# isqrt_iter

--- src/rtl/isqrt_pkg.sv ---
`default_nettype none
// ============================================================================
// Module   : isqrt_pkg
// Brief    : State encoding and width/iteration helpers for the iterative
//            integer square-root unit.
// Revision : 1.0 - initial release
// ============================================================================
package isqrt_pkg;

    typedef enum logic [1:0] {
        IDLE = 2'd0,
        BUSY = 2'd1,
        DONE = 2'd2
    } state_t;

    function automatic int root_w(input int width);
        return width / 2;
    endfunction

    // Two guard bits above the root width hold the shifted partial remainder.
    function automatic int rem_w(input int width);
        return width / 2 + 2;
    endfunction

    function automatic int iter_cnt(input int width, input int bpc);
        return width / (2 * bpc);
    endfunction

    function automatic int cnt_w(input int k);
        return (k < 2) ? 1 : $clog2(k);
    endfunction

endpackage : isqrt_pkg
`default_nettype wire

--- src/rtl/isqrt_step.sv ---
`default_nettype none
// ============================================================================
// Module   : isqrt_step
// Brief    : One combinational restoring square-root digit step.
// Revision : 1.0 - initial release
// ============================================================================
module isqrt_step
    import isqrt_pkg::*;
#(
    parameter int WIDTH = 16
) (
    input  logic [rem_w(WIDTH)-1:0]  i_rem,
    input  logic [root_w(WIDTH)-1:0] i_root,
    input  logic [1:0]               i_bits,
    output logic [rem_w(WIDTH)-1:0]  o_rem,
    output logic [root_w(WIDTH)-1:0] o_root
);

    localparam int c_RW  = rem_w(WIDTH);
    localparam int c_RTW = root_w(WIDTH);
    localparam int c_XW  = c_RW + 2;

    logic [c_XW-1:0] w_rem_sh;
    logic [c_XW-1:0] w_trial;
    logic            w_take;

    // Compared at full shifted width; the kept result always fits c_RW bits.
    assign w_rem_sh = {i_rem, i_bits};
    assign w_trial  = {2'b00, i_root, 2'b01};
    assign w_take   = (w_rem_sh >= w_trial);

    assign o_rem  = c_RW'(w_take ? (w_rem_sh - w_trial) : w_rem_sh);
    assign o_root = {i_root[c_RTW-2:0], w_take};

endmodule : isqrt_step
`default_nettype wire

--- src/rtl/isqrt_iter.sv ---
`default_nettype none
// ============================================================================
// Module   : isqrt_iter
// Brief    : Iterative floor(sqrt(x)) and remainder with valid/ready
//            handshakes, resolving BITS_PER_CYCLE root bits per clock.
// Revision : 1.0 - initial release
// ============================================================================
module isqrt_iter
    import isqrt_pkg::*;
#(
    parameter int WIDTH          = 16,
    parameter int BITS_PER_CYCLE = 1
) (
    input  logic                 clk,
    input  logic                 rst_n,
    input  logic                 in_valid_i,
    output logic                 in_ready_o,
    input  logic [WIDTH-1:0]     radicand_i,
    output logic                 out_valid_o,
    input  logic                 out_ready_i,
    output logic [WIDTH/2-1:0]   root_o,
    output logic [WIDTH/2:0]     rem_o,
    output logic                 busy_o
);

    localparam int c_RTW   = root_w(WIDTH);
    localparam int c_RW    = rem_w(WIDTH);
    localparam int c_K     = iter_cnt(WIDTH, BITS_PER_CYCLE);
    localparam int c_CW    = cnt_w(c_K);
    localparam int c_SHIFT = 2 * BITS_PER_CYCLE;

    if ((WIDTH % 2) != 0 || WIDTH < 4 ||
        (BITS_PER_CYCLE != 1 && BITS_PER_CYCLE != 2) ||
        ((WIDTH / 2) % BITS_PER_CYCLE) != 0) begin : g_bad_params
        $error("isqrt_iter: illegal WIDTH/BITS_PER_CYCLE combination");
    end

    state_t             r_state;
    logic [c_CW-1:0]    r_cnt;
    logic [WIDTH-1:0]   r_rad;
    logic [c_RW-1:0]    r_rem;
    logic [c_RTW-1:0]   r_root;
    logic               r_out_valid;
    logic               r_busy;

    logic [c_RW-1:0]    w_rem  [0:BITS_PER_CYCLE];
    logic [c_RTW-1:0]   w_root [0:BITS_PER_CYCLE];
    logic               w_accept;

    assign w_rem[0]  = r_rem;
    assign w_root[0] = r_root;

    // Step i consumes the radicand pair that follows the pair used by step i-1.
    for (genvar i = 0; i < BITS_PER_CYCLE; i++) begin : g_step
        isqrt_step #(
            .WIDTH (WIDTH)
        ) u_step (
            .i_rem  (w_rem[i]),
            .i_root (w_root[i]),
            .i_bits (r_rad[WIDTH-1-2*i -: 2]),
            .o_rem  (w_rem[i+1]),
            .o_root (w_root[i+1])
        );
    end

    assign in_ready_o = (r_state == IDLE) || ((r_state == DONE) && out_ready_i);
    assign w_accept   = in_valid_i && in_ready_o;

    always_ff @(posedge clk or negedge rst_n) begin
        if (!rst_n) begin
            r_state     <= IDLE;
            r_cnt       <= '0;
            r_rad       <= '0;
            r_rem       <= '0;
            r_root      <= '0;
            r_out_valid <= 1'b0;
            r_busy      <= 1'b0;
        end else begin
            case (r_state)
                IDLE: begin
                    if (w_accept) begin
                        r_state <= BUSY;
                        r_busy  <= 1'b1;
                        r_rad   <= radicand_i;
                        r_rem   <= '0;
                        r_root  <= '0;
                        r_cnt   <= c_CW'(c_K - 1);
                    end
                end
                BUSY: begin
                    r_rad  <= r_rad << c_SHIFT;
                    r_rem  <= w_rem[BITS_PER_CYCLE];
                    r_root <= w_root[BITS_PER_CYCLE];
                    r_cnt  <= r_cnt - c_CW'(1);
                    if (r_cnt == '0) begin
                        r_state     <= DONE;
                        r_busy      <= 1'b0;
                        r_out_valid <= 1'b1;
                    end
                end
                DONE: begin
                    if (out_ready_i) begin
                        r_out_valid <= 1'b0;
                        if (in_valid_i) begin
                            r_state <= BUSY;
                            r_busy  <= 1'b1;
                            r_rad   <= radicand_i;
                            r_rem   <= '0;
                            r_root  <= '0;
                            r_cnt   <= c_CW'(c_K - 1);
                        end else begin
                            r_state <= IDLE;
                        end
                    end
                end
                default: r_state <= IDLE;
            endcase
        end
    end

    // Root and remainder registers are frozen outside BUSY, so they double as outputs.
    assign root_o      = r_root;
    assign rem_o       = r_rem[c_RTW:0];
    assign out_valid_o = r_out_valid;
    assign busy_o      = r_busy;

endmodule : isqrt_iter
`default_nettype wire

--- config.mk ---
export PLATFORM = sky130hd
export DESIGN_NAME = isqrt_iter
export DESIGN_NICKNAME = d
export VERILOG_FILES = /design/src/rtl/isqrt_pkg.sv /design/src/rtl/isqrt_step.sv /design/src/rtl/isqrt_iter.sv
export SDC_FILE = /design/constraint.sdc
export NUM_CORES = 1
export LEC_CHECK = 0
export CORE_MARGIN = 1.5
export CORE_UTILIZATION = 30
export CTS_CLUSTER_SIZE = 20
export DETAILED_ROUTE_END_ITERATION = 7
export PLACE_DENSITY = 0.59
export SYNTH_ARGS = -nofsm -noshare
export SYNTH_HDL_FRONTEND = slang
export SYNTH_SLANG_ARGS = --single-unit
--- constraint.sdc ---
create_clock -name clk -period 2.1 [get_ports clk]
set_clock_uncertainty 0.05 [all_clocks]
set_input_delay 0.315 -clock clk [delete_from_list [all_inputs] [get_ports clk]]
set_output_delay 0.315 -clock clk [all_outputs]
set_load 0.02 [all_outputs]
**isqrt_iter: drive-strength map**

The bar under the picture is 20 um long.
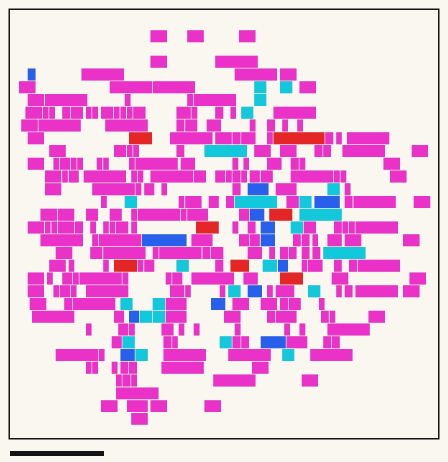
| colour | size | cells | share |
|---|---|---|---|
| magenta | drive 1 or less | 262 | 86% |
| cyan | drive 3 to 4 | 24 | 7.8% |
| red | drive 6 and up | 7 | 2.3% |
| blue | drive 2 | 13 | 4.2% |
post-route worst setup slack: 0.130 ns
layout buffer count excluding clock buffers: 60

**isqrt_iter: routed clock nets over the placement**

The bar under the picture is 20 um long.
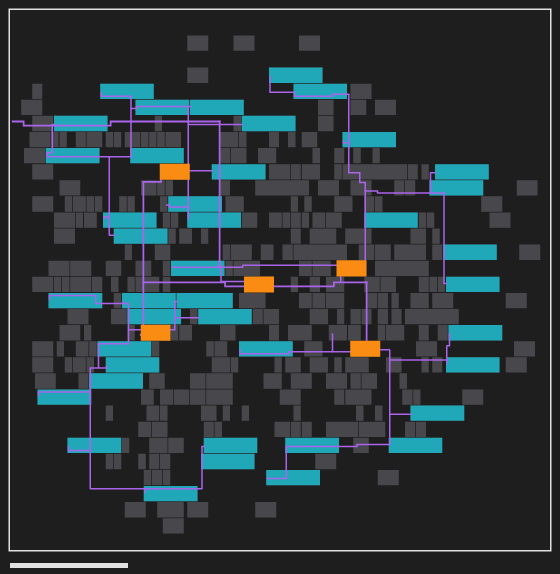
[orange] cells driving clock nets | count: 5
[purple] clock wires | length: 577 um
[cyan] flip-flops | count: 41
routed clock nets: 6
flops lie: widely spread
Clk Latency, worst-skew pair: 0.30 ns
P_clk: 647 uW
Clock Power Share: 0.112

registers in the layout, summed over array words and instances, names as in the netlist:
name and flops:
busy_o 1, out_valid_o 1, r_cnt 3, r_rad 16, r_rem 10, r_state 2, root_o 8
metrics by stage:
stage | hold slack [ns] | cells | TNS, ns
after detailed placement | 0.223 | 397 | -1.98
after CTS | 0.431 | 406 | 0
after global routing | 0.465 | 408 | -0.00965
after floorplan | -0.0306 | 261 | 0
final | 0.425 | 408 | 0
after global placement | 0.218 | 397 | -1.53
metal layers:
layer,vias to the layer above,GRT usage,part of all wire
li1,967,-,-
met1,857,0.176,0.49
met2,35,0.226,0.47
met3,7,0.0268,0.033
met4,0,0.0430,0.012
met5,-,0,0
cell type report:
| class | count | area, um2 |
|---|---|---|
| inverter | 13 | 48.8 |
| fill | 757 | 4610 |
| clock inverter | 2 | 38.8 |
| timing repair buffer | 60 | 552 |
| tap | 102 | 128 |
| clock buffer | 6 | 72.6 |
| sequential | 41 | 1030 |
| multi-input combinational | 184 | 1170 |
==> report_table.html <==
<p>Metrics extracted from the flow reports.</p>
<table>
<tr><th>Metric</th><th>Value</th></tr>
<tr><th colspan="2">Yosys</th></tr>
<tr><td>Prevailing logic family in the synthesized netlist</td><td>AND-OR/OR-AND gates</td></tr>
<tr><td>Netlist Area Pre-Place</td><td>2340 um2</td></tr>
<tr><td>Post-synth ARST share</td><td>1.00</td></tr>
<tr><th colspan="2">GRT</th></tr>
<tr><td>Global route overflow</td><td>0</td></tr>
<tr><td>Initial antenna violation count</td><td>0</td></tr>
<tr><th colspan="2">Placed design</th></tr>
<tr><td>Number of port buffers</td><td>39</td></tr>
<tr><td>Dpl hpwl</td><td>3950 um</td></tr>
<tr><th colspan="2">Clocking</th></tr>
<tr><td>Clock transition at the registers of the reported paths</td><td>0.08 ns</td></tr>
<tr><td>Post-CTS sizing</td><td>0</td></tr>
<tr><td>Clock tree from TritonCTS</td><td>built</td></tr>
<tr><th colspan="2">Hold path</th></tr>
<tr><td>HP Start</td><td>r_cnt[0]$_DFFE_PN0P_</td></tr>
<tr><th colspan="2">Critical path</th></tr>
<tr><td>Cell-by-cell trace of the critical path</td><td>inv_1 &gt; ha_2 &gt; and3_1 &gt; a31oi_1 &gt; o21ai_2 &gt; buf_4 &gt; o2bb2a_1 &gt; o21ai_2</td></tr>
<tr><th colspan="2">Pwr</th></tr>
<tr><td>Pleak</td><td>0.00138 uW</td></tr>
<tr><td>Post-layout total power</td><td>5800 uW</td></tr>
<tr><th colspan="2">Floorplan</th></tr>
<tr><td>CORE AREA</td><td>7650 um2</td></tr>
<tr><td>Initial Util</td><td>0.306</td></tr>
<tr><th colspan="2">Finish</th></tr>
<tr><td>Most common cell after layout, fill and taps aside</td><td>sky130_fd_sc_hd__nand2_1</td></tr>
<tr><th colspan="2">Outcome</th></tr>
<tr><td>Status</td><td>completed</td></tr>
<tr><th colspan="2">STA</th></tr>
<tr><td>Final tally of hold violations</td><td>0</td></tr>
<tr><th colspan="2">Drt</th></tr>
<tr><td>Starting DRT DRC Count</td><td>52</td></tr>
</table>

# inst_fetch

**src/rtl/inst_fetch_pkg.sv**
```systemverilog
// Shared types and constants for the instruction-fetch stage.
package inst_fetch_pkg;

    typedef enum logic [1:0] {
        S_BOOT       = 2'd0,
        S_RUN        = 2'd1,
        S_WAIT_FLUSH = 2'd2
    } state_t;

    localparam logic        RST_ENABLE = 1'b1;
    localparam logic [31:0] ZERO_WORD  = 32'h0000_0000;

    function automatic logic pc_aligned(input logic [31:0] pc);
        return pc[1:0] == 2'b00;
    endfunction

endpackage

```
**src/rtl/inst_fetch_pc_next_sel.sv**
```systemverilog
// Next-PC priority selection and pending-branch bookkeeping for the fetch stage.
module inst_fetch_pc_next_sel
    import inst_fetch_pkg::*;
(
    input  logic [31:0] pc,
    input  logic        hold,
    input  logic        flush,
    input  logic [31:0] new_pc,
    input  logic        stall_if,
    input  logic        branch_flag,
    input  logic [31:0] branch_target,
    input  logic        pend_valid,
    input  logic [31:0] pend_target,
    output logic [31:0] pc_next,
    output logic        pend_valid_next,
    output logic [31:0] pend_target_next
);

    always_comb begin
        pc_next          = pc;
        pend_valid_next  = pend_valid;
        pend_target_next = pend_target;
        if (flush) begin
            pc_next          = new_pc;
            pend_valid_next  = 1'b0;
            pend_target_next = ZERO_WORD;
        end else if (stall_if) begin
            // A branch resolved during a fetch stall is remembered, newest wins.
            if (branch_flag) begin
                pend_valid_next  = 1'b1;
                pend_target_next = branch_target;
            end
        end else if (!hold) begin
            if (branch_flag) begin
                pc_next         = branch_target;
                pend_valid_next = 1'b0;
            end else if (pend_valid) begin
                pc_next         = pend_target;
                pend_valid_next = 1'b0;
            end else begin
                pc_next = pc + 32'd4;
            end
        end
    end

endmodule

```
**src/rtl/inst_fetch.sv**
```systemverilog
// Instruction-fetch stage: owns the PC, drives the ROM and fills the IF/ID register.
module inst_fetch
    import inst_fetch_pkg::*;
#(
    parameter logic [31:0] RESET_PC    = 32'h0000_0000,
    parameter int          BOOT_CYCLES = 1,
    parameter int          CNT_W       = 32
) (
    input  logic             clk,
    input  logic             rst,
    input  logic             stall_if,
    input  logic             stall_id,
    input  logic             flush,
    input  logic [31:0]      new_pc,
    input  logic             branch_flag,
    input  logic [31:0]      branch_target,
    output logic             rom_ce,
    output logic [31:0]      rom_addr,
    input  logic [31:0]      rom_inst,
    output logic [31:0]      id_pc,
    output logic [31:0]      id_inst,
    output logic             id_valid,
    output logic             id_excp_adel,
    output logic [CNT_W-1:0] fetch_cnt
);

    state_t      state;
    logic [31:0] pc;
    logic [31:0] pc_next;
    logic        pend_valid;
    logic        pend_valid_next;
    logic [31:0] pend_target;
    logic [31:0] pend_target_next;
    logic [3:0]  boot_cnt;
    logic        hold;

    // The PC only advances while running on an aligned address.
    assign hold     = (state != S_RUN) || !pc_aligned(pc);
    assign rom_ce   = (state == S_RUN) && pc_aligned(pc);
    assign rom_addr = pc;

    inst_fetch_pc_next_sel u_pc_next_sel (
        .pc               (pc),
        .hold             (hold),
        .flush            (flush),
        .new_pc           (new_pc),
        .stall_if         (stall_if),
        .branch_flag      (branch_flag),
        .branch_target    (branch_target),
        .pend_valid       (pend_valid),
        .pend_target      (pend_target),
        .pc_next          (pc_next),
        .pend_valid_next  (pend_valid_next),
        .pend_target_next (pend_target_next)
    );

    always_ff @(posedge clk) begin
        if (rst == RST_ENABLE) begin
            state        <= S_BOOT;
            pc           <= RESET_PC;
            pend_valid   <= 1'b0;
            pend_target  <= ZERO_WORD;
            boot_cnt     <= 4'(BOOT_CYCLES);
            id_pc        <= ZERO_WORD;
            id_inst      <= ZERO_WORD;
            id_valid     <= 1'b0;
            id_excp_adel <= 1'b0;
            fetch_cnt    <= '0;
        end else begin
            pc          <= pc_next;
            pend_valid  <= pend_valid_next;
            pend_target <= pend_target_next;

            case (state)
                S_BOOT: begin
                    boot_cnt <= boot_cnt - 4'd1;
                    if (boot_cnt <= 4'd1) begin
                        state <= S_RUN;
                    end
                end
                S_RUN: begin
                    if (!flush && !stall_id && !stall_if && !pc_aligned(pc)) begin
                        state <= S_WAIT_FLUSH;
                    end
                end
                S_WAIT_FLUSH: begin
                    if (flush) begin
                        state <= S_RUN;
                    end
                end
                default: state <= S_BOOT;
            endcase

            // IF/ID register: flush beats stall_id, stall_id beats everything else.
            if (flush || (!stall_id && (stall_if || state != S_RUN))) begin
                id_pc        <= ZERO_WORD;
                id_inst      <= ZERO_WORD;
                id_valid     <= 1'b0;
                id_excp_adel <= 1'b0;
            end else if (!stall_id) begin
                id_pc    <= pc;
                id_valid <= 1'b1;
                if (pc_aligned(pc)) begin
                    id_inst      <= rom_inst;
                    id_excp_adel <= 1'b0;
                    fetch_cnt    <= fetch_cnt + CNT_W'(1);
                end else begin
                    id_inst      <= ZERO_WORD;
                    id_excp_adel <= 1'b1;
                end
            end
        end
    end

endmodule

```
**config.mk**
```make
export PLATFORM = sky130hd
export DESIGN_NAME = inst_fetch
export DESIGN_NICKNAME = d
export VERILOG_FILES = /design/src/rtl/inst_fetch_pkg.sv /design/src/rtl/inst_fetch_pc_next_sel.sv /design/src/rtl/inst_fetch.sv
export SDC_FILE = /design/constraint.sdc
export NUM_CORES = 1
export LEC_CHECK = 0
export ABC_AREA = 1
export CORE_MARGIN = 4
export CORE_UTILIZATION = 44
export CTS_CLUSTER_SIZE = 30
export DETAILED_ROUTE_END_ITERATION = 16
export GPL_ROUTABILITY_DRIVEN = 0
export GPL_TIMING_DRIVEN = 0
export PLACE_DENSITY_LB_ADDON = 0.05
export RECOVER_POWER = 25
export SYNTH_ARGS = -nofsm -noshare
export SYNTH_HDL_FRONTEND = slang
export SYNTH_SLANG_ARGS = --single-unit
export TNS_END_PERCENT = 30
```
**constraint.sdc**
```tcl
create_clock -name clk -period 1.56 [get_ports clk]
set_input_delay 0.312 -clock clk [delete_from_list [all_inputs] [get_ports clk]]
set_output_delay 0.312 -clock clk [all_outputs]
set_load 0.02 [all_outputs]
```
**inst_fetch: routed clock nets over the placement**

The bar under the picture is 50 um long.
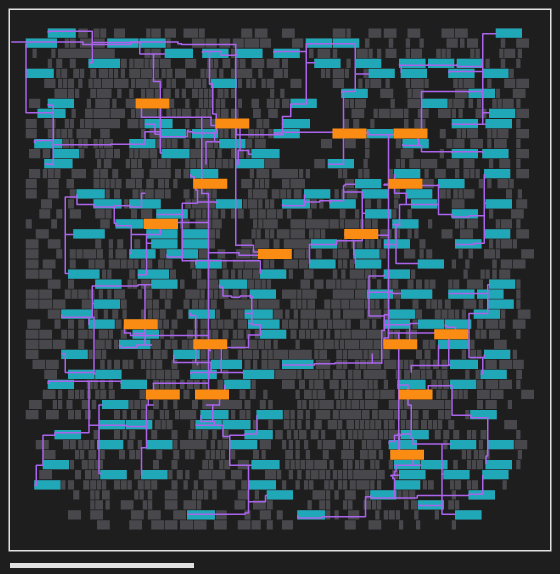
[orange] cells driving clock nets | count: 17
[purple] clock wires | length: 2150 um
[cyan] flip-flops | count: 169
routed clock nets: 18
Worst Skew: 0.00941 ns
Clock Power Share: 0.361
Clk Latency, worst-skew pair: 0.44 ns
P_clk: 4220 uW

**inst_fetch: drive-strength map**

The bar under the picture is 50 um long.
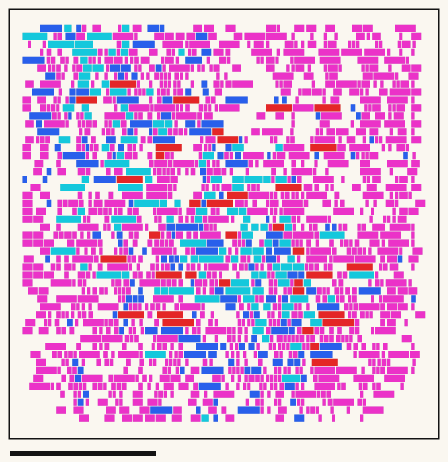
| colour | size | cells | share |
|---|---|---|---|
| blue | drive 2 | 169 | 11% |
| magenta | drive 1 or less | 1246 | 79% |
| cyan | drive 3 to 4 | 119 | 7.6% |
| red | drive 6 and up | 35 | 2.2% |
post-route worst setup slack: -0.162 ns
Area growth syn-to-layout: 46.0%

==> report_table.html <==
<p>Metrics extracted from the flow reports.</p>
<table>
<tr><th>Metric</th><th>Value</th></tr>
<tr><th colspan="2">Outcome</th></tr>
<tr><td>Status</td><td>finished, violations left</td></tr>
<tr><td>Violated checks</td><td>negative setup slack</td></tr>
<tr><th colspan="2">STA</th></tr>
<tr><td>Worst hold margin</td><td>0.411 ns</td></tr>
<tr><td>Post-route worst setup slack</td><td>-0.162 ns</td></tr>
<tr><td>Setup-failing EPs final</td><td>43</td></tr>
<tr><th colspan="2">Pwr</th></tr>
<tr><td>Max IR drop VDD</td><td>0.000861 V</td></tr>
<tr><td>Largest power group</td><td>sequential cells</td></tr>
<tr><td>Switching power</td><td>3730 uW</td></tr>
<tr><td>Combinational gate power</td><td>2630 uW</td></tr>
<tr><td>Internal portion of total power</td><td>7980 uW</td></tr>
<tr><th colspan="2">Floorplan</th></tr>
<tr><td>Die height</td><td>146 um</td></tr>
<tr><td>CORE AREA</td><td>18800 um2</td></tr>
<tr><th colspan="2">GRT</th></tr>
<tr><td>Total GRT Usage</td><td>0.276</td></tr>
<tr><th colspan="2">Critical path</th></tr>
<tr><td>Biggest cell delay along the critical path</td><td>0.38 ns</td></tr>
<tr><td>Data arrival time of the worst path</td><td>2.08 ns</td></tr>
<tr><td>Crit start category</td><td>flip-flop</td></tr>
<tr><td>Standard cell with the maximum stage delay on the critical path</td><td>sky130_fd_sc_hd__dfxtp_4</td></tr>
<tr><td>Cell family contributing the most delay on the critical path</td><td>simple AND/OR/NAND/NOR gates</td></tr>
<tr><th colspan="2">Run</th></tr>
<tr><td>Max-cap viol count</td><td>0</td></tr>
<tr><th colspan="2">Placed design</th></tr>
<tr><td>Dpl hpwl</td><td>22700 um</td></tr>
<tr><th colspan="2">Yosys</th></tr>
<tr><td>Cell count in the Yosys report</td><td>1256</td></tr>
<tr><td>Post-synth top flop</td><td>sky130_fd_sc_hd__dfxtp_1</td></tr>
<tr><td>Mean area per synthesized cell</td><td>6.71 um2</td></tr>
<tr><td>Share of the synthesized area in the top cell type</td><td>0.402</td></tr>
<tr><td>Fa+ha+maj area frac</td><td>0.00594</td></tr>
<tr><th colspan="2">Finish</th></tr>
<tr><td>Dominant logic cell types in the final layout</td><td>sky130_fd_sc_hd__nand2_1 (243), sky130_fd_sc_hd__a21oi_1 (166), sky130_fd_sc_hd__nor2_1 (142), sky130_fd_sc_hd__inv_1 (123), sky130_fd_sc_hd__dfxtp_1 (121)</td></tr>
<tr><th colspan="2">Clocking</th></tr>
<tr><td>Count of hold-fix buffers inserted at cts</td><td>0</td></tr>
<tr><th colspan="2">Drt</th></tr>
<tr><td>Amount of wire on met2 after detailed routing</td><td>13700 um</td></tr>
</table>
==> cell type report <==
type / instances / area, um2
Sequential cell: 169 / 3490
Fill cell: 1734 / 6470
Timing Repair Buffer: 281 / 2270
Buffer: 63 / 313
Multi-Input combinational cell: 888 / 4840
Clock inverter: 14 / 146
Clock buffer: 18 / 429
Tap cell: 234 / 293
Inverter: 136 / 515
==> state kept, by name (all words and copies together) (netlist names) <==
name	count
id_inst	32
id_pc	32
boot_cnt	4
id_valid	1
pend_valid	1
id_excp_adel	1
state	2
rom_addr	32
fetch_cnt	32
pend_target	32
==> path summary, 6_finish.rpt <==
path / from / end / slack (ns) / cells past startpoint
max reg2reg: rom_addr[3]$_SDFFE_PP0P_ / rom_addr[9]$_SDFFE_PP0P_ / -0.16 / 11
max: rom_addr[3]$_SDFFE_PP0P_ / rom_addr[9]$_SDFFE_PP0P_ / -0.16 / 11
min: stall_id / id_excp_adel$_SDFFE_PP0N_ / 0.41 / 5
min reg2reg: pend_target[31]$_SDFFE_PP0P_ / pend_target[31]$_SDFFE_PP0P_ / 0.46 / 2
==> what timing repair did <==
action | CTS | global route
resized | 214 | 234
pin swaps | 25 | 52
setup endpoints to repair | 274 | 224
buffers inserted | 27 | 23

# mc_ctrl

**mc_ctrl: drive-strength map**

The bar under the picture is 20 um long.
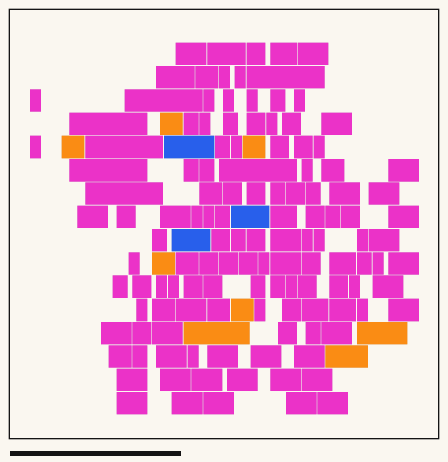
**mc_ctrl: selected gate families**

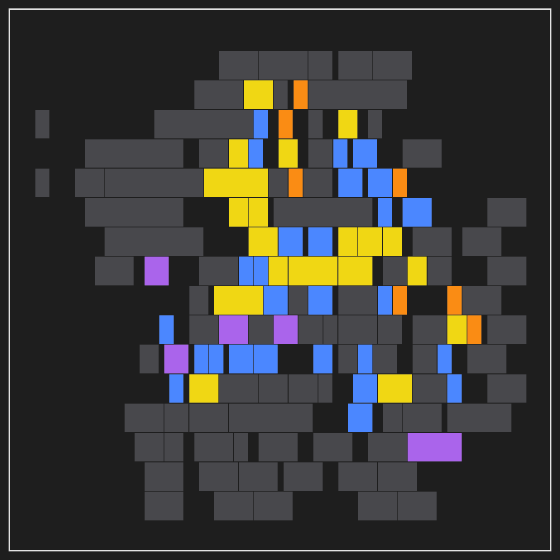
===== src/rtl/mc_ctrl.sv =====
// rtl/mc_ctrl.sv - multi-cycle MIPS-subset control FSM with parameterised memory wait states
// Optional illegal-instruction trap: define MC_CTRL_ILLEGAL_TRAP_EN to halt on unsupported encodings.
module mc_ctrl #(
  parameter int MEM_WAIT = 0
) (
  input  logic        clk,
  input  logic        reset,
  input  logic [31:0] instr,
  input  logic        zero,
  output logic        pc_wr,
  output logic        ir_wr,
  output logic        reg_wr,
  output logic        mem_wr,
  output logic        ext_ori,
  output logic        ext_lui,
  output logic [2:0]  alu_op,
  output logic        b_sel,
  output logic [1:0]  a3_sel,
  output logic [1:0]  wd_sel,
  output logic [1:0]  npc_sel,
  output logic [3:0]  state,
  output logic        illegal
);

  localparam logic [3:0] S_FETCH  = 4'd0;
  localparam logic [3:0] S_DECODE = 4'd1;
  localparam logic [3:0] S_EXE    = 4'd2;
  localparam logic [3:0] S_WB_ALU = 4'd3;
  localparam logic [3:0] S_ADDR   = 4'd4;
  localparam logic [3:0] S_MEM_RD = 4'd5;
  localparam logic [3:0] S_WB_MEM = 4'd6;
  localparam logic [3:0] S_MEM_WR = 4'd7;
  localparam logic [3:0] S_BRANCH = 4'd8;
  localparam logic [3:0] S_JUMP   = 4'd9;
  localparam logic [3:0] S_HALT   = 4'd10;

  localparam logic [2:0] ALU_ADD = 3'd0;
  localparam logic [2:0] ALU_SUB = 3'd1;
  localparam logic [2:0] ALU_OR  = 3'd2;

  localparam logic [2:0] WAIT_N = 3'(MEM_WAIT);

  if (MEM_WAIT < 0 || MEM_WAIT > 7) begin : g_bad_mem_wait
    $error("mc_ctrl: MEM_WAIT must be in 0..7");
  end

  logic [3:0] state_q, state_d;
  logic [2:0] cnt_q, cnt_d;
  logic       pc_wr_c, ir_wr_c, reg_wr_c, mem_wr_c;

  logic [5:0] op, funct;
  logic is_r, is_addu, is_subu, is_jr, is_nop, is_ori, is_lui;
  logic is_lw, is_sw, is_beq, is_j, is_jal, is_ill;

  always_comb begin
    op      = instr[31:26];
    funct   = instr[5:0];
    is_r    = (op == 6'b000000);
    is_addu = is_r && (funct == 6'b100001);
    is_subu = is_r && (funct == 6'b100011);
    is_jr   = is_r && (funct == 6'b001000);
    is_nop  = (instr == 32'd0);
    is_ori  = (op == 6'b001101);
    is_lui  = (op == 6'b001111);
    is_lw   = (op == 6'b100011);
    is_sw   = (op == 6'b101011);
    is_beq  = (op == 6'b000100);
    is_j    = (op == 6'b000010);
    is_jal  = (op == 6'b000011);
    is_ill  = !(is_addu || is_subu || is_jr || is_nop || is_ori || is_lui ||
                is_lw || is_sw || is_beq || is_j || is_jal);
  end

`ifdef MC_CTRL_ILLEGAL_TRAP_EN
  logic illegal_q, illegal_d;
  assign illegal = illegal_q;
`else
  assign illegal = 1'b0;
`endif

  always_comb begin
    state_d  = state_q;
    cnt_d    = cnt_q;
    pc_wr_c  = 1'b0;
    ir_wr_c  = 1'b0;
    reg_wr_c = 1'b0;
    mem_wr_c = 1'b0;
    alu_op   = ALU_ADD;
    b_sel    = 1'b0;
    a3_sel   = 2'd0;
    wd_sel   = 2'd0;
    npc_sel  = 2'd0;
`ifdef MC_CTRL_ILLEGAL_TRAP_EN
    illegal_d = illegal_q;
`endif
    case (state_q)
      S_FETCH: begin
        pc_wr_c = 1'b1;
        ir_wr_c = 1'b1;
        state_d = S_DECODE;
      end
      S_DECODE: begin
        if (is_addu || is_subu || is_ori || is_lui) state_d = S_EXE;
        else if (is_lw || is_sw)                    state_d = S_ADDR;
        else if (is_beq)                            state_d = S_BRANCH;
        else if (is_j || is_jal || is_jr)           state_d = S_JUMP;
        else if (is_ill) begin
`ifdef MC_CTRL_ILLEGAL_TRAP_EN
          state_d   = S_HALT;
          illegal_d = 1'b1;
`else
          state_d = S_FETCH;
`endif
        end
        else state_d = S_FETCH;
      end
      S_EXE: begin
        alu_op  = is_subu ? ALU_SUB : (is_ori ? ALU_OR : ALU_ADD);
        b_sel   = is_ori || is_lui;
        state_d = S_WB_ALU;
      end
      S_WB_ALU: begin
        reg_wr_c = 1'b1;
        a3_sel   = is_r ? 2'd1 : 2'd0;
        state_d  = S_FETCH;
      end
      S_ADDR: begin
        b_sel   = 1'b1;
        cnt_d   = 3'd0;
        state_d = is_sw ? S_MEM_WR : S_MEM_RD;
      end
      S_MEM_RD: begin
        if (cnt_q == WAIT_N) state_d = S_WB_MEM;
        else                 cnt_d   = cnt_q + 3'd1;
      end
      S_WB_MEM: begin
        reg_wr_c = 1'b1;
        wd_sel   = 2'd1;
        state_d  = S_FETCH;
      end
      S_MEM_WR: begin
        // Strobe the write only once the memory has had its wait cycles.
        if (cnt_q == WAIT_N) begin
          mem_wr_c = 1'b1;
          state_d  = S_FETCH;
        end else begin
          cnt_d = cnt_q + 3'd1;
        end
      end
      S_BRANCH: begin
        alu_op  = ALU_SUB;
        pc_wr_c = zero;
        npc_sel = zero ? 2'd1 : 2'd0;
        state_d = S_FETCH;
      end
      S_JUMP: begin
        pc_wr_c = 1'b1;
        npc_sel = is_jr ? 2'd3 : 2'd2;
        if (is_jal) begin
          reg_wr_c = 1'b1;
          a3_sel   = 2'd2;
          wd_sel   = 2'd2;
        end
        state_d = S_FETCH;
      end
`ifdef MC_CTRL_ILLEGAL_TRAP_EN
      S_HALT: state_d = S_HALT;
`endif
      default: state_d = S_FETCH;
    endcase
  end

  always_ff @(posedge clk or posedge reset) begin
    if (reset) begin
      state_q <= S_FETCH;
      cnt_q   <= 3'd0;
`ifdef MC_CTRL_ILLEGAL_TRAP_EN
      illegal_q <= 1'b0;
`endif
    end else begin
      state_q <= state_d;
      cnt_q   <= cnt_d;
`ifdef MC_CTRL_ILLEGAL_TRAP_EN
      illegal_q <= illegal_d;
`endif
    end
  end

  // Reset resolves to FETCH, whose enables must not leak while reset is held.
  assign pc_wr   = pc_wr_c  && !reset;
  assign ir_wr   = ir_wr_c  && !reset;
  assign reg_wr  = reg_wr_c && !reset;
  assign mem_wr  = mem_wr_c && !reset;
  assign ext_ori = (state_q != S_FETCH) && is_ori;
  assign ext_lui = (state_q != S_FETCH) && is_lui;
  assign state   = state_q;

endmodule


===== config.mk =====
export PLATFORM = sky130hd
export DESIGN_NAME = mc_ctrl
export DESIGN_NICKNAME = d
export VERILOG_FILES = /design/src/rtl/mc_ctrl.sv
export SDC_FILE = /design/constraint.sdc
export NUM_CORES = 1
export LEC_CHECK = 0
export CORE_MARGIN = 2
export CORE_UTILIZATION = 37
export DETAILED_ROUTE_END_ITERATION = 12
export PLACE_DENSITY = 0.85
export SLEW_MARGIN = 15
export SYNTH_ARGS = -nofsm -noshare
export SYNTH_HDL_FRONTEND = slang
export SYNTH_SLANG_ARGS = --single-unit

===== constraint.sdc =====
create_clock -name clk -period 3.6 [get_ports clk]
set_input_delay 0.72 -clock clk [delete_from_list [all_inputs] [get_ports clk]]
set_output_delay 0.72 -clock clk [all_outputs]
set_load 0.01 [all_outputs]

==> report_table.html <==
<p>Metrics extracted from the flow reports.</p>
<table>
<tr><th>Metric</th><th>Value</th></tr>
<tr><th colspan="2">Outcome</th></tr>
<tr><td>Status</td><td>completed</td></tr>
<tr><th colspan="2">GRT</th></tr>
<tr><td>Global route overflow</td><td>0</td></tr>
<tr><th colspan="2">Finish</th></tr>
<tr><td>Nets@finish</td><td>176</td></tr>
<tr><th colspan="2">STA</th></tr>
<tr><td>Setup-failing EPs final</td><td>0</td></tr>
<tr><td>Max-Slew Margin vs Limit</td><td>0.615</td></tr>
<tr><td>Post-route worst setup slack</td><td>0.127 ns</td></tr>
<tr><td>Setup repair after global routing missed its margin</td><td>false</td></tr>
<tr><th colspan="2">Critical path</th></tr>
<tr><td>Buffers &amp; Inverters on Critical Path</td><td>2</td></tr>
<tr><td>Launching instance or port of the critical path</td><td>instr[2]</td></tr>
<tr><td>Worst path depth</td><td>6</td></tr>
<tr><th colspan="2">Yosys</th></tr>
<tr><td>Synthesized-area fraction occupied by xor and xnor cells</td><td>0.0112</td></tr>
<tr><td>Share of the yosys chip area belonging to registers</td><td>0.224</td></tr>
<tr><td>Instance tally after logic synthesis</td><td>105</td></tr>
<tr><td>Number of warning messages in the yosys log</td><td>0</td></tr>
<tr><td>Netlist Area Pre-Place</td><td>783 um2</td></tr>
<tr><th colspan="2">Placed design</th></tr>
<tr><td>Placed Cells incl. Taps</td><td>161</td></tr>
<tr><th colspan="2">Floorplan</th></tr>
<tr><td>Std-Cell Rows</td><td>16</td></tr>
<tr><th colspan="2">Clocking</th></tr>
<tr><td>Total CTS buffers</td><td>3</td></tr>
</table>
Notes on 'drive-strength map' of mc_ctrl above:
| colour | size | cells | share |
|---|---|---|---|
| orange | drive 3 to 4 | 8 | 5.8% |
| blue | drive 2 | 3 | 2.2% |
| magenta | drive 1 or less | 127 | 92% |
layout buffer count excluding clock buffers: 35
post-route standard cell area excluding fillers: 1160 um2

Notes on 'selected gate families' of mc_ctrl above:
| colour | family | cells |
|---|---|---|
| orange | inverters | 7 |
| blue | NAND gates | 27 |
| yellow | inverting AOI/OAI gates | 19 |
| purple | AND and OR gates | 5 |
number of standard cells in the final layout excluding fillers: 165
most common cell after layout, fill and taps aside: sky130_fd_sc_hd__clkdlybuf4s50_1
fraction of area in multi-input gates: 0.475

[layout make-up]
type                    instances  area, um2  area share
repair buffers                 35        345       0.299
multi-input cells              85        549       0.475
inverters                       7       26.3      0.0227
flip-flops and latches          7        175       0.152
well taps                      27       33.8      0.0292
clock buffers                   4       26.3      0.0227
[metrics by stage]
| step | power (uW) | util | hold WS [ns] |
|---|---|---|---|
| 2_1_floorplan | 288 | - | 0.493 |
| 3_3_place_gp | 387 | 0.570 | 0.520 |
| 3_5_place_dp | 390 | 0.570 | 0.555 |
| 4_1_cts | 461 | 0.583 | 0.570 |
| 5_1_grt | 503 | 0.583 | 0.610 |
| 6_report | 465 | 0.583 | 0.565 |
[metal layers]
layer,global-route usage,part of all wire,vias up
met4,0.0509,0.0083,0
met1,0.229,0.44,436
met3,0.0455,0.045,2
met2,0.336,0.51,33
met5,0,0,-
li1,-,-,444
[worst min-delay path: cells and delay by family, from the launching register on]
family           cells  cell delay [ns]
flip-flops           1             0.38
AND-OR/OR-AND        1             0.08
AND/OR/NAND/NOR      1             0.06
[registers in the layout, indices dropped and copies added (netlist names)]
| signal | cells |
|---|---|
| state | 4 |
| cnt_q | 3 |

# pipe_hazard_ctrl

**pipe_hazard_ctrl: routed clock nets over the placement**

The bar under the picture is 20 um long.
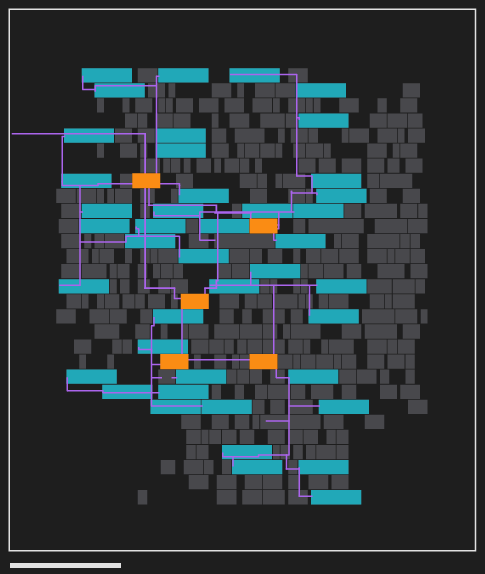
**src/rtl/pipe_hazard_ctrl.sv**
```systemverilog
// Hazard sequencer for the five-stage pipeline: decodes stage write enables and
// bubble flushes from ID/EX/MEM status, and tracks data-memory stalls.
module pipe_hazard_ctrl #(
    parameter int WAIT_MAX = 255,
    parameter int CNT_W    = 16
) (
    input  logic             clk,
    input  logic             rst,
    input  logic [4:0]       id_rs,
    input  logic [4:0]       id_rt,
    input  logic             id_uses_rt,
    input  logic             id_jump,
    input  logic             ex_memr,
    input  logic [4:0]       ex_rd,
    input  logic             mem_req,
    input  logic             mem_ready,
    input  logic             mem_branch_taken,
    input  logic             clr_cnt,
    output logic             pc_wr,
    output logic             if_id_wr,
    output logic             id_ex_wr,
    output logic             ex_mem_wr,
    output logic             mem_wb_wr,
    output logic             if_id_flush,
    output logic             id_ex_flush,
    output logic             ex_mem_flush,
    output logic [CNT_W-1:0] stall_cnt,
    output logic [CNT_W-1:0] flush_cnt,
    output logic             mem_timeout,
    output logic             state
);

    typedef enum logic {ST_RUN = 1'b0, ST_WAIT = 1'b1} state_t;

    localparam int WCNT_W = $clog2(WAIT_MAX + 1);
    localparam logic [WCNT_W-1:0] WAIT_MAX_V = WCNT_W'(WAIT_MAX);
    localparam logic [WCNT_W-1:0] WAIT_M1_V  = WCNT_W'(WAIT_MAX - 1);
    localparam logic [CNT_W-1:0]  CNT_ONES   = {CNT_W{1'b1}};

    state_t            r_state;
    logic [WCNT_W-1:0] r_wait_cnt;
    logic [CNT_W-1:0]  r_stall_cnt;
    logic [CNT_W-1:0]  r_flush_cnt;
    logic              r_timeout;

    logic       w_load_use;
    logic       w_miss;
    logic [4:0] w_wr;
    logic [2:0] w_fl;
    logic       w_wait_inc;
    logic       w_branch;
    state_t     w_next;

    assign w_load_use = ex_memr && (ex_rd != 5'd0) &&
                        ((ex_rd == id_rs) || (id_uses_rt && (ex_rd == id_rt)));
    assign w_miss     = mem_req && !mem_ready;

    // Priority decode of enables/flushes; everything held low while in reset.
    always_comb begin
        w_wr       = 5'b00000;
        w_fl       = 3'b000;
        w_wait_inc = 1'b0;
        w_branch   = 1'b0;
        w_next     = r_state;
        if (!rst) begin
            w_next = ST_RUN;
        end else if ((r_state == ST_WAIT) && !mem_ready) begin
            w_wait_inc = 1'b1;
        end else if ((r_state == ST_RUN) && w_miss) begin
            w_wait_inc = 1'b1;
            w_next     = ST_WAIT;
        end else begin
            w_next = ST_RUN;
            if (mem_branch_taken) begin
                w_wr     = 5'b11111;
                w_fl     = 3'b111;
                w_branch = 1'b1;
            end else if (w_load_use) begin
                // The load reaches MEM next cycle, so one bubble suffices.
                w_wr = 5'b00111;
                w_fl = 3'b010;
            end else if (id_jump) begin
                w_wr = 5'b11111;
                w_fl = 3'b100;
            end else begin
                w_wr = 5'b11111;
            end
        end
    end

    // FSM state, wait counter, sticky timeout and saturating counters.
    always_ff @(posedge clk or negedge rst) begin
        if (!rst) begin
            r_state     <= ST_RUN;
            r_wait_cnt  <= {WCNT_W{1'b0}};
            r_stall_cnt <= {CNT_W{1'b0}};
            r_flush_cnt <= {CNT_W{1'b0}};
            r_timeout   <= 1'b0;
        end else begin
            r_state <= w_next;

            if (!w_wait_inc) begin
                r_wait_cnt <= {WCNT_W{1'b0}};
            end else if (r_wait_cnt < WAIT_MAX_V) begin
                r_wait_cnt <= r_wait_cnt + WCNT_W'(1);
            end else begin
                r_wait_cnt <= r_wait_cnt;
            end

            if (clr_cnt) begin
                r_timeout <= 1'b0;
            end else if (w_wait_inc && (r_wait_cnt >= WAIT_M1_V)) begin
                r_timeout <= 1'b1;
            end else begin
                r_timeout <= r_timeout;
            end

            if (clr_cnt) begin
                r_stall_cnt <= {CNT_W{1'b0}};
            end else if (!w_wr[4] && (r_stall_cnt != CNT_ONES)) begin
                r_stall_cnt <= r_stall_cnt + CNT_W'(1);
            end else begin
                r_stall_cnt <= r_stall_cnt;
            end

            if (clr_cnt) begin
                r_flush_cnt <= {CNT_W{1'b0}};
            end else if (w_branch && (r_flush_cnt != CNT_ONES)) begin
                r_flush_cnt <= r_flush_cnt + CNT_W'(1);
            end else begin
                r_flush_cnt <= r_flush_cnt;
            end
        end
    end

    assign pc_wr        = w_wr[4];
    assign if_id_wr     = w_wr[3];
    assign id_ex_wr     = w_wr[2];
    assign ex_mem_wr    = w_wr[1];
    assign mem_wb_wr    = w_wr[0];
    assign if_id_flush  = w_fl[2];
    assign id_ex_flush  = w_fl[1];
    assign ex_mem_flush = w_fl[0];
    assign stall_cnt    = r_stall_cnt;
    assign flush_cnt    = r_flush_cnt;
    assign mem_timeout  = r_timeout;
    assign state        = r_state;

endmodule

```
**config.mk**
```make
export PLATFORM = sky130hd
export DESIGN_NAME = pipe_hazard_ctrl
export DESIGN_NICKNAME = d
export VERILOG_FILES = /design/src/rtl/pipe_hazard_ctrl.sv
export SDC_FILE = /design/constraint.sdc
export NUM_CORES = 1
export LEC_CHECK = 0
export CORE_ASPECT_RATIO = 1.2
export CORE_MARGIN = 8
export CORE_UTILIZATION = 43
export CTS_CLUSTER_SIZE = 16
export DETAILED_ROUTE_END_ITERATION = 16
export PLACE_DENSITY = 0.84
export RECOVER_POWER = 50
export SYNTH_ARGS = -nofsm -noshare
export SYNTH_HDL_FRONTEND = slang
export SYNTH_SLANG_ARGS = --single-unit
```
**constraint.sdc**
```tcl
create_clock -name clk -period 2.2 [get_ports clk]
set_input_delay 0.44 -clock clk [delete_from_list [all_inputs] [get_ports clk]]
set_output_delay 0.44 -clock clk [all_outputs]
set_load 0.01 [all_outputs]
```
==> report_table.html <==
<p>Metrics extracted from the flow reports.</p>
<table>
<tr><th>Metric</th><th>Value</th></tr>
<tr><th colspan="2">Floorplan</th></tr>
<tr><td>Chip Footprint</td><td>8180 um2</td></tr>
<tr><td>Boundary pin count</td><td>66</td></tr>
<tr><th colspan="2">Clocking</th></tr>
<tr><td>Clock tree from TritonCTS</td><td>built</td></tr>
<tr><td>Number of buffers on the longest clock path</td><td>2</td></tr>
<tr><td>Total CTS buffers</td><td>5</td></tr>
<tr><th colspan="2">Outcome</th></tr>
<tr><td>Status</td><td>finished, violations left</td></tr>
<tr><td>Violated checks</td><td>negative setup slack</td></tr>
<tr><th colspan="2">GRT</th></tr>
<tr><td>Initial antenna violation count</td><td>0</td></tr>
<tr><td>First-pass GRT wire length</td><td>11900 um</td></tr>
<tr><th colspan="2">Finish</th></tr>
<tr><td>Biggest cell category by area in the final layout</td><td>combinational gates</td></tr>
<tr><td>Antenna Cells</td><td>0</td></tr>
<tr><td>Count of fill cells added during filler insertion</td><td>437</td></tr>
<tr><th colspan="2">STA</th></tr>
<tr><td>Post-route worst setup slack</td><td>-0.0112 ns</td></tr>
<tr><td>Setup-failing EPs final</td><td>1</td></tr>
<tr><th colspan="2">Yosys</th></tr>
<tr><td>Share of the synthesized area in the top cell type</td><td>0.442</td></tr>
<tr><td>Post-synthesis sequential element count</td><td>42</td></tr>
<tr><th colspan="2">Placed design</th></tr>
<tr><td>Post-place instance area</td><td>3230 um2</td></tr>
<tr><th colspan="2">Critical path</th></tr>
<tr><td>Count of cells along the worst register-to-register path</td><td>8</td></tr>
<tr><td>Setup crit end</td><td>if_id_flush</td></tr>
<tr><th colspan="2">Pwr</th></tr>
<tr><td>Pleak</td><td>0.00157 uW</td></tr>
</table>
About 'routed clock nets over the placement' of pipe_hazard_ctrl:
[cyan] flip-flops | count: 42
[orange] cells driving clock nets | count: 5
[purple] clock wires | length: 497 um
routed clock nets: 6
Clk Latency, worst-skew pair: 0.30 ns
P_clk: 725 uW
Worst Skew: 0.0152 ns
Clock Power Share: 0.407

routing by layer:
layer	up-vias	global-route usage
li1	1091	-
met1	1099	0.196
met2	88	0.306
met3	12	0.0520
met4	0	0.0626
met5	-	0
critical path: stages:
cell	delay, ns
sky130_fd_sc_hd__dlygate4sd2_1	0.25
sky130_fd_sc_hd__xnor2_1	0.21
sky130_fd_sc_hd__nand3_2	0.12
sky130_fd_sc_hd__o22ai_2	0.20
sky130_fd_sc_hd__buf_4	0.14
sky130_fd_sc_hd__nand2b_4	0.07
sky130_fd_sc_hd__a21oi_2	0.14
sky130_fd_sc_hd__nor2_1	0.07
sky130_fd_sc_hd__buf_2	0.14
metrics by stage:
stage	hold slack, ns	utilization	worst slack, ns
after floorplan	0.144	-	0.0579
after global placement	0.426	0.609	-0.723
after detailed placement	0.429	0.609	-0.765
after CTS	0.130	0.660	0.000576
after global routing	0.126	0.666	-0.0856
final	0.131	0.666	-0.0112

# ef_match_reporter

### src/rtl/ef_match_reporter.sv
// ef_match_reporter: turns each valid upstream match count into a delta vs. the last count, queues it in a FWFT FIFO.
// Latency: a sample written at edge N is at the head right after edge N (one registered stage, no comb bypass).
// Backpressure: out_valid/out_ready on the drain side; upstream has none, so a full FIFO drops and counts samples.
// Optional feature: define EF_REPORT_SKIP_ZERO_EN to discard zero deltas before the FIFO.
module ef_match_reporter #(
   parameter int DATA_W = 32,
   parameter int DEPTH  = 4,
   parameter int THRESH = 8
) (
   input  logic                   i_clk,
   input  logic                   i_reset,
   input  logic                   valid_in,
   input  logic [DATA_W-1:0]      count_in,
   input  logic                   alarm_clr,
   output logic                   out_valid,
   input  logic                   out_ready,
   output logic [DATA_W-1:0]      out_data,
   output logic [$clog2(DEPTH):0] level,
   output logic [15:0]            drop_count,
   output logic                   alarm
);

   localparam int AW = $clog2(DEPTH);
   localparam int LW = AW + 1;
   localparam logic [LW-1:0]     FULL_LVL = LW'(DEPTH);
   localparam logic [DATA_W-1:0] THRESH_V = DATA_W'(THRESH);

   logic [DATA_W-1:0] mem_q [DEPTH];
   logic [AW-1:0]     wr_ptr_q, wr_ptr_d;
   logic [AW-1:0]     rd_ptr_q, rd_ptr_d;
   logic [LW-1:0]     level_q, level_d;
   logic [15:0]       drop_q, drop_d;
   logic              alarm_q, alarm_d;
   logic [DATA_W-1:0] last_q, last_d;

   logic [DATA_W-1:0] delta;
   logic              skip;
   logic              full;
   logic              rd_en;
   logic              wr_en;
   logic              drop_en;

   // Delta is modulo 2^DATA_W so a counter wrap reads as a small forward step.
   assign delta = count_in - last_q;

`ifdef EF_REPORT_SKIP_ZERO_EN
   // Zero deltas carry no information; they never reach the FIFO, drop counter or alarm.
   assign skip = (delta == '0);
`else
   assign skip = 1'b0;
`endif

   assign full    = (level_q == FULL_LVL);
   assign rd_en   = (level_q != '0) && out_ready;
   // A full FIFO still accepts a sample when the head leaves on the same edge.
   assign wr_en   = valid_in && !skip && (!full || rd_en);
   assign drop_en = valid_in && !skip && full && !rd_en;

   assign out_valid  = (level_q != '0);
   assign out_data   = mem_q[rd_ptr_q];
   assign level      = level_q;
   assign drop_count = drop_q;
   assign alarm      = alarm_q;

   // Next-state for pointers, occupancy, drop counter, alarm and last-seen count.
   always_comb begin
      wr_ptr_d = wr_ptr_q;
      rd_ptr_d = rd_ptr_q;
      level_d  = level_q;
      drop_d   = drop_q;
      alarm_d  = alarm_q;
      last_d   = last_q;

      if (valid_in) begin
         last_d = count_in;
      end
      if (wr_en) begin
         wr_ptr_d = wr_ptr_q + AW'(1);
      end
      if (rd_en) begin
         rd_ptr_d = rd_ptr_q + AW'(1);
      end
      case ({wr_en, rd_en})
         2'b10:   level_d = level_q + LW'(1);
         2'b01:   level_d = level_q - LW'(1);
         default: level_d = level_q;
      endcase
      if (drop_en && (drop_q != 16'hFFFF)) begin
         drop_d = drop_q + 16'd1;
      end
      // Set has priority over a same-cycle clear.
      if (wr_en && (delta >= THRESH_V)) begin
         alarm_d = 1'b1;
      end else if (alarm_clr) begin
         alarm_d = 1'b0;
      end
   end

   // Control state register; reset discards FIFO contents and ignores same-cycle traffic.
   always_ff @(posedge i_clk) begin
      if (i_reset) begin
         wr_ptr_q <= '0;
         rd_ptr_q <= '0;
         level_q  <= '0;
         drop_q   <= '0;
         alarm_q  <= 1'b0;
         last_q   <= '0;
      end else begin
         wr_ptr_q <= wr_ptr_d;
         rd_ptr_q <= rd_ptr_d;
         level_q  <= level_d;
         drop_q   <= drop_d;
         alarm_q  <= alarm_d;
         last_q   <= last_d;
      end
   end

   // FIFO storage needs no reset; entries are only visible once written.
   always_ff @(posedge i_clk) begin
      if (!i_reset && wr_en) begin
         mem_q[wr_ptr_q] <= delta;
      end
   end

endmodule

### config.mk
export PLATFORM = sky130hd
export DESIGN_NAME = ef_match_reporter
export DESIGN_NICKNAME = d
export VERILOG_FILES = /design/src/rtl/ef_match_reporter.sv
export SDC_FILE = /design/constraint.sdc
export NUM_CORES = 1
export LEC_CHECK = 0
export CORE_ASPECT_RATIO = 0.75
export CORE_MARGIN = 5
export CORE_UTILIZATION = 35
export DETAILED_ROUTE_END_ITERATION = 8
export GPL_TIMING_DRIVEN = 0
export PLACE_DENSITY = 0.59
export SETUP_SLACK_MARGIN = 0.2
export SLEW_MARGIN = 20
export SYNTH_ARGS = -nofsm -noshare
export SYNTH_HDL_FRONTEND = slang
export SYNTH_SLANG_ARGS = --single-unit
### constraint.sdc
create_clock -name i_clk -period 4 [get_ports i_clk]
set_clock_uncertainty 0.15 [all_clocks]
set_input_delay 0.6 -clock i_clk [delete_from_list [all_inputs] [get_ports i_clk]]
set_output_delay 0.6 -clock i_clk [all_outputs]
set_load 0.1 [all_outputs]
==> report_table.html <==
<p>Metrics extracted from the flow reports.</p>
<table>
<tr><th>Metric</th><th>Value</th></tr>
<tr><th colspan="2">GRT</th></tr>
<tr><td>Initial antenna violation count</td><td>1</td></tr>
<tr><td>Met1 track demand over resource in global routing</td><td>0.226</td></tr>
<tr><td>Total GRT Usage</td><td>0.145</td></tr>
<tr><th colspan="2">Yosys</th></tr>
<tr><td>Instance tally after logic synthesis</td><td>773</td></tr>
<tr><td>Post-synth ARST share</td><td>0</td></tr>
<tr><td>Area fraction in and, or, nand and nor cells</td><td>0.127</td></tr>
<tr><td>Prevailing logic family in the synthesized netlist</td><td>simple AND/OR/NAND/NOR gates</td></tr>
<tr><td>Cell count in the Yosys report</td><td>773</td></tr>
<tr><th colspan="2">Finish</th></tr>
<tr><td>Non-clock inverters</td><td>50</td></tr>
<tr><td>Non-clock buffering overhead in the final layout</td><td>0.0998</td></tr>
<tr><td>Antenna Cells</td><td>0</td></tr>
<tr><th colspan="2">Clocking</th></tr>
<tr><td>Post-CTS sizing</td><td>46</td></tr>
<tr><td>Clock tree from TritonCTS</td><td>built</td></tr>
<tr><td>Count of hold-fix buffers inserted at cts</td><td>0</td></tr>
<tr><th colspan="2">Run</th></tr>
<tr><td>Max-cap viol count</td><td>0</td></tr>
<tr><th colspan="2">Pwr</th></tr>
<tr><td>Post-layout total power</td><td>6350 uW</td></tr>
<tr><td>Part of the total power dissipated in sequential elements</td><td>0.361</td></tr>
<tr><td>Power density cells</td><td>558 nW/um2</td></tr>
<tr><th colspan="2">STA</th></tr>
<tr><td>Setup-failing EPs final</td><td>0</td></tr>
<tr><td>Post-route fraction of the period consumed by the critical path</td><td>0.916</td></tr>
<tr><td>Worst Tran Pin Value</td><td>0.991 ns</td></tr>
<tr><td>Max-Slew Margin vs Limit</td><td>0.337</td></tr>
<tr><td>Count of final max-slew check failures</td><td>0</td></tr>
<tr><td>Post-layout min period</td><td>3.66 ns</td></tr>
<tr><th colspan="2">Critical path</th></tr>
<tr><td>Data arrival time of the worst path</td><td>3.83 ns</td></tr>
<tr><td>Flop-to-flop setup slack</td><td>0.64 ns</td></tr>
<tr><td>Source of the worst register-to-register timing path</td><td>last_q[1]$_SDFFE_PP0P_</td></tr>
<tr><th colspan="2">Floorplan</th></tr>
<tr><td>CORE AREA</td><td>26100 um2</td></tr>
<tr><td>Initial Util</td><td>0.356</td></tr>
<tr><td>Count of inserted tapcells</td><td>344</td></tr>
<tr><th colspan="2">Outcome</th></tr>
<tr><td>Status</td><td>completed</td></tr>
</table>
[through the flow]
stage | utilization | setup slack (ns) | setup TNS [ns] | instances | area [um2]
3_3_place_gp | 0.407 | -0.922 | -2.07 | 1205 | 10600
2_1_floorplan | - | 0.503 | 0 | 773 | 9300
3_5_place_dp | 0.410 | -0.949 | -2.06 | 1209 | 10700
5_1_grt | 0.436 | 0.146 | 0 | 1242 | 11400
6_report | 0.436 | 0.337 | 0 | 1242 | 11400
4_1_cts | 0.434 | 0.0306 | 0 | 1240 | 11300
[critical path: stages]
cell	delay, ns
sky130_fd_sc_hd__clkdlybuf4s50_1	0.48
sky130_fd_sc_hd__inv_1	0.05
sky130_fd_sc_hd__ha_2	0.20
sky130_fd_sc_hd__fa_2	0.35
sky130_fd_sc_hd__or2b_1	0.28
sky130_fd_sc_hd__a21oi_2	0.25
sky130_fd_sc_hd__o211a_1	0.24
sky130_fd_sc_hd__buf_4	0.13
sky130_fd_sc_hd__o211a_1	0.18
sky130_fd_sc_hd__o21ai_1	0.10
sky130_fd_sc_hd__a2111oi_2	0.41
sky130_fd_sc_hd__o2111ai_2	0.21
sky130_fd_sc_hd__nor4_4	0.29
sky130_fd_sc_hd__nor2_1	0.06
**ef_match_reporter: sequential cells coloured by netlist name**

Other sequential cells in the stronger grey, the rest of the logic in the fainter grey.
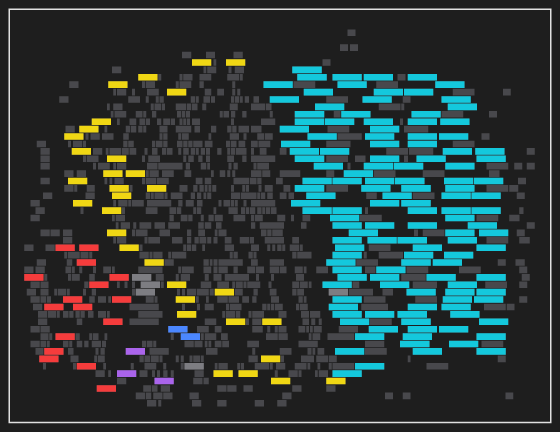
| colour | netlist name | flops |
|---|---|---|
| blue | wr_ptr_q | 2 |
| red | drop_count | 16 |
| cyan | mem_q | 128 |
| yellow | last_q | 32 |
| purple | level | 3 |
power drawn by the sequential cells: 2290 uW
sequential share of cell area: 0.439
area occupied by registers: 5000 um2
Util after Layout: 0.436

**ef_match_reporter: routed clock nets over the placement**

The bar under the picture is 50 um long.
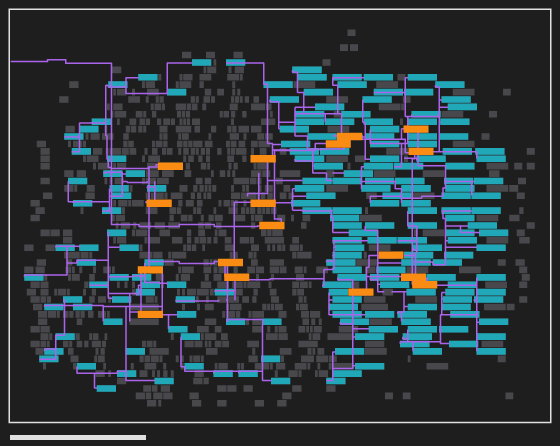
[cyan] flip-flops | count: 186
[purple] clock wires | length: 2270 um
[orange] cells driving clock nets | count: 17
routed clock nets: 18
Clock Power Share: 0.272
P_clk: 1730 uW
Clk Latency, worst-skew pair: 0.43 ns

**ef_match_reporter: clock wiring as the flow saved it**

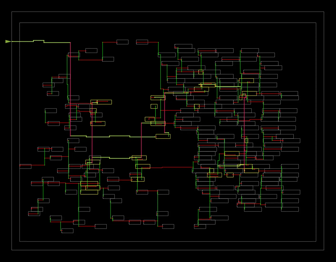
number of flip-flops and latches: 186
Layout clock buffers: 17



==> gallery <==
Selected gate families.
panel A
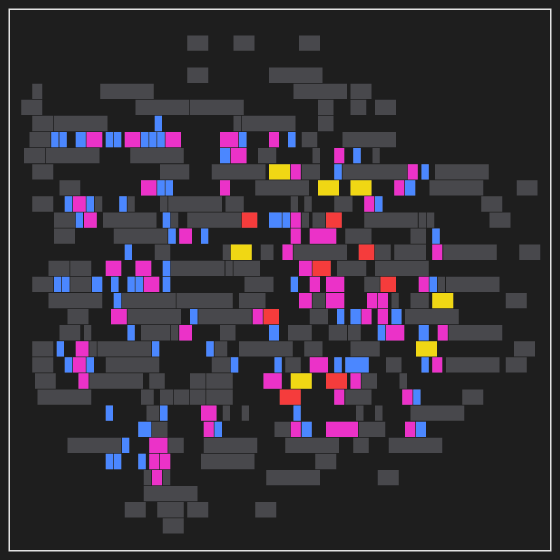
panel B
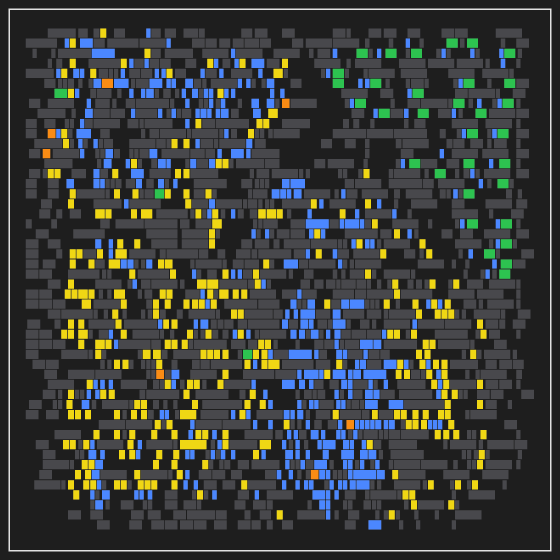
panel C
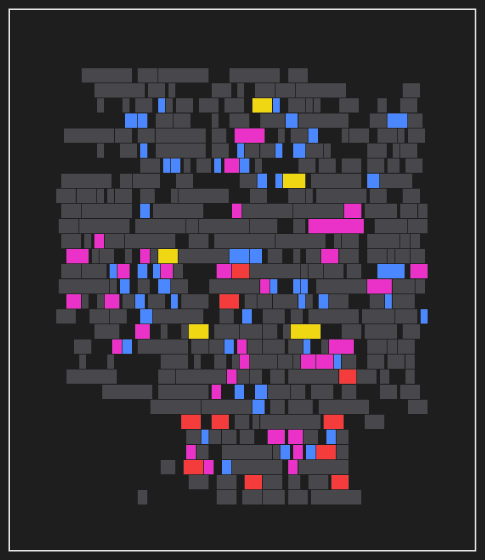
The one with the most cells is panel B.
| picture | from |
|---|---|
| panel C | pipe_hazard_ctrl |
| panel A | isqrt_iter |
| panel B | inst_fetch |

Power is estimated from default activity; no workload was simulated.
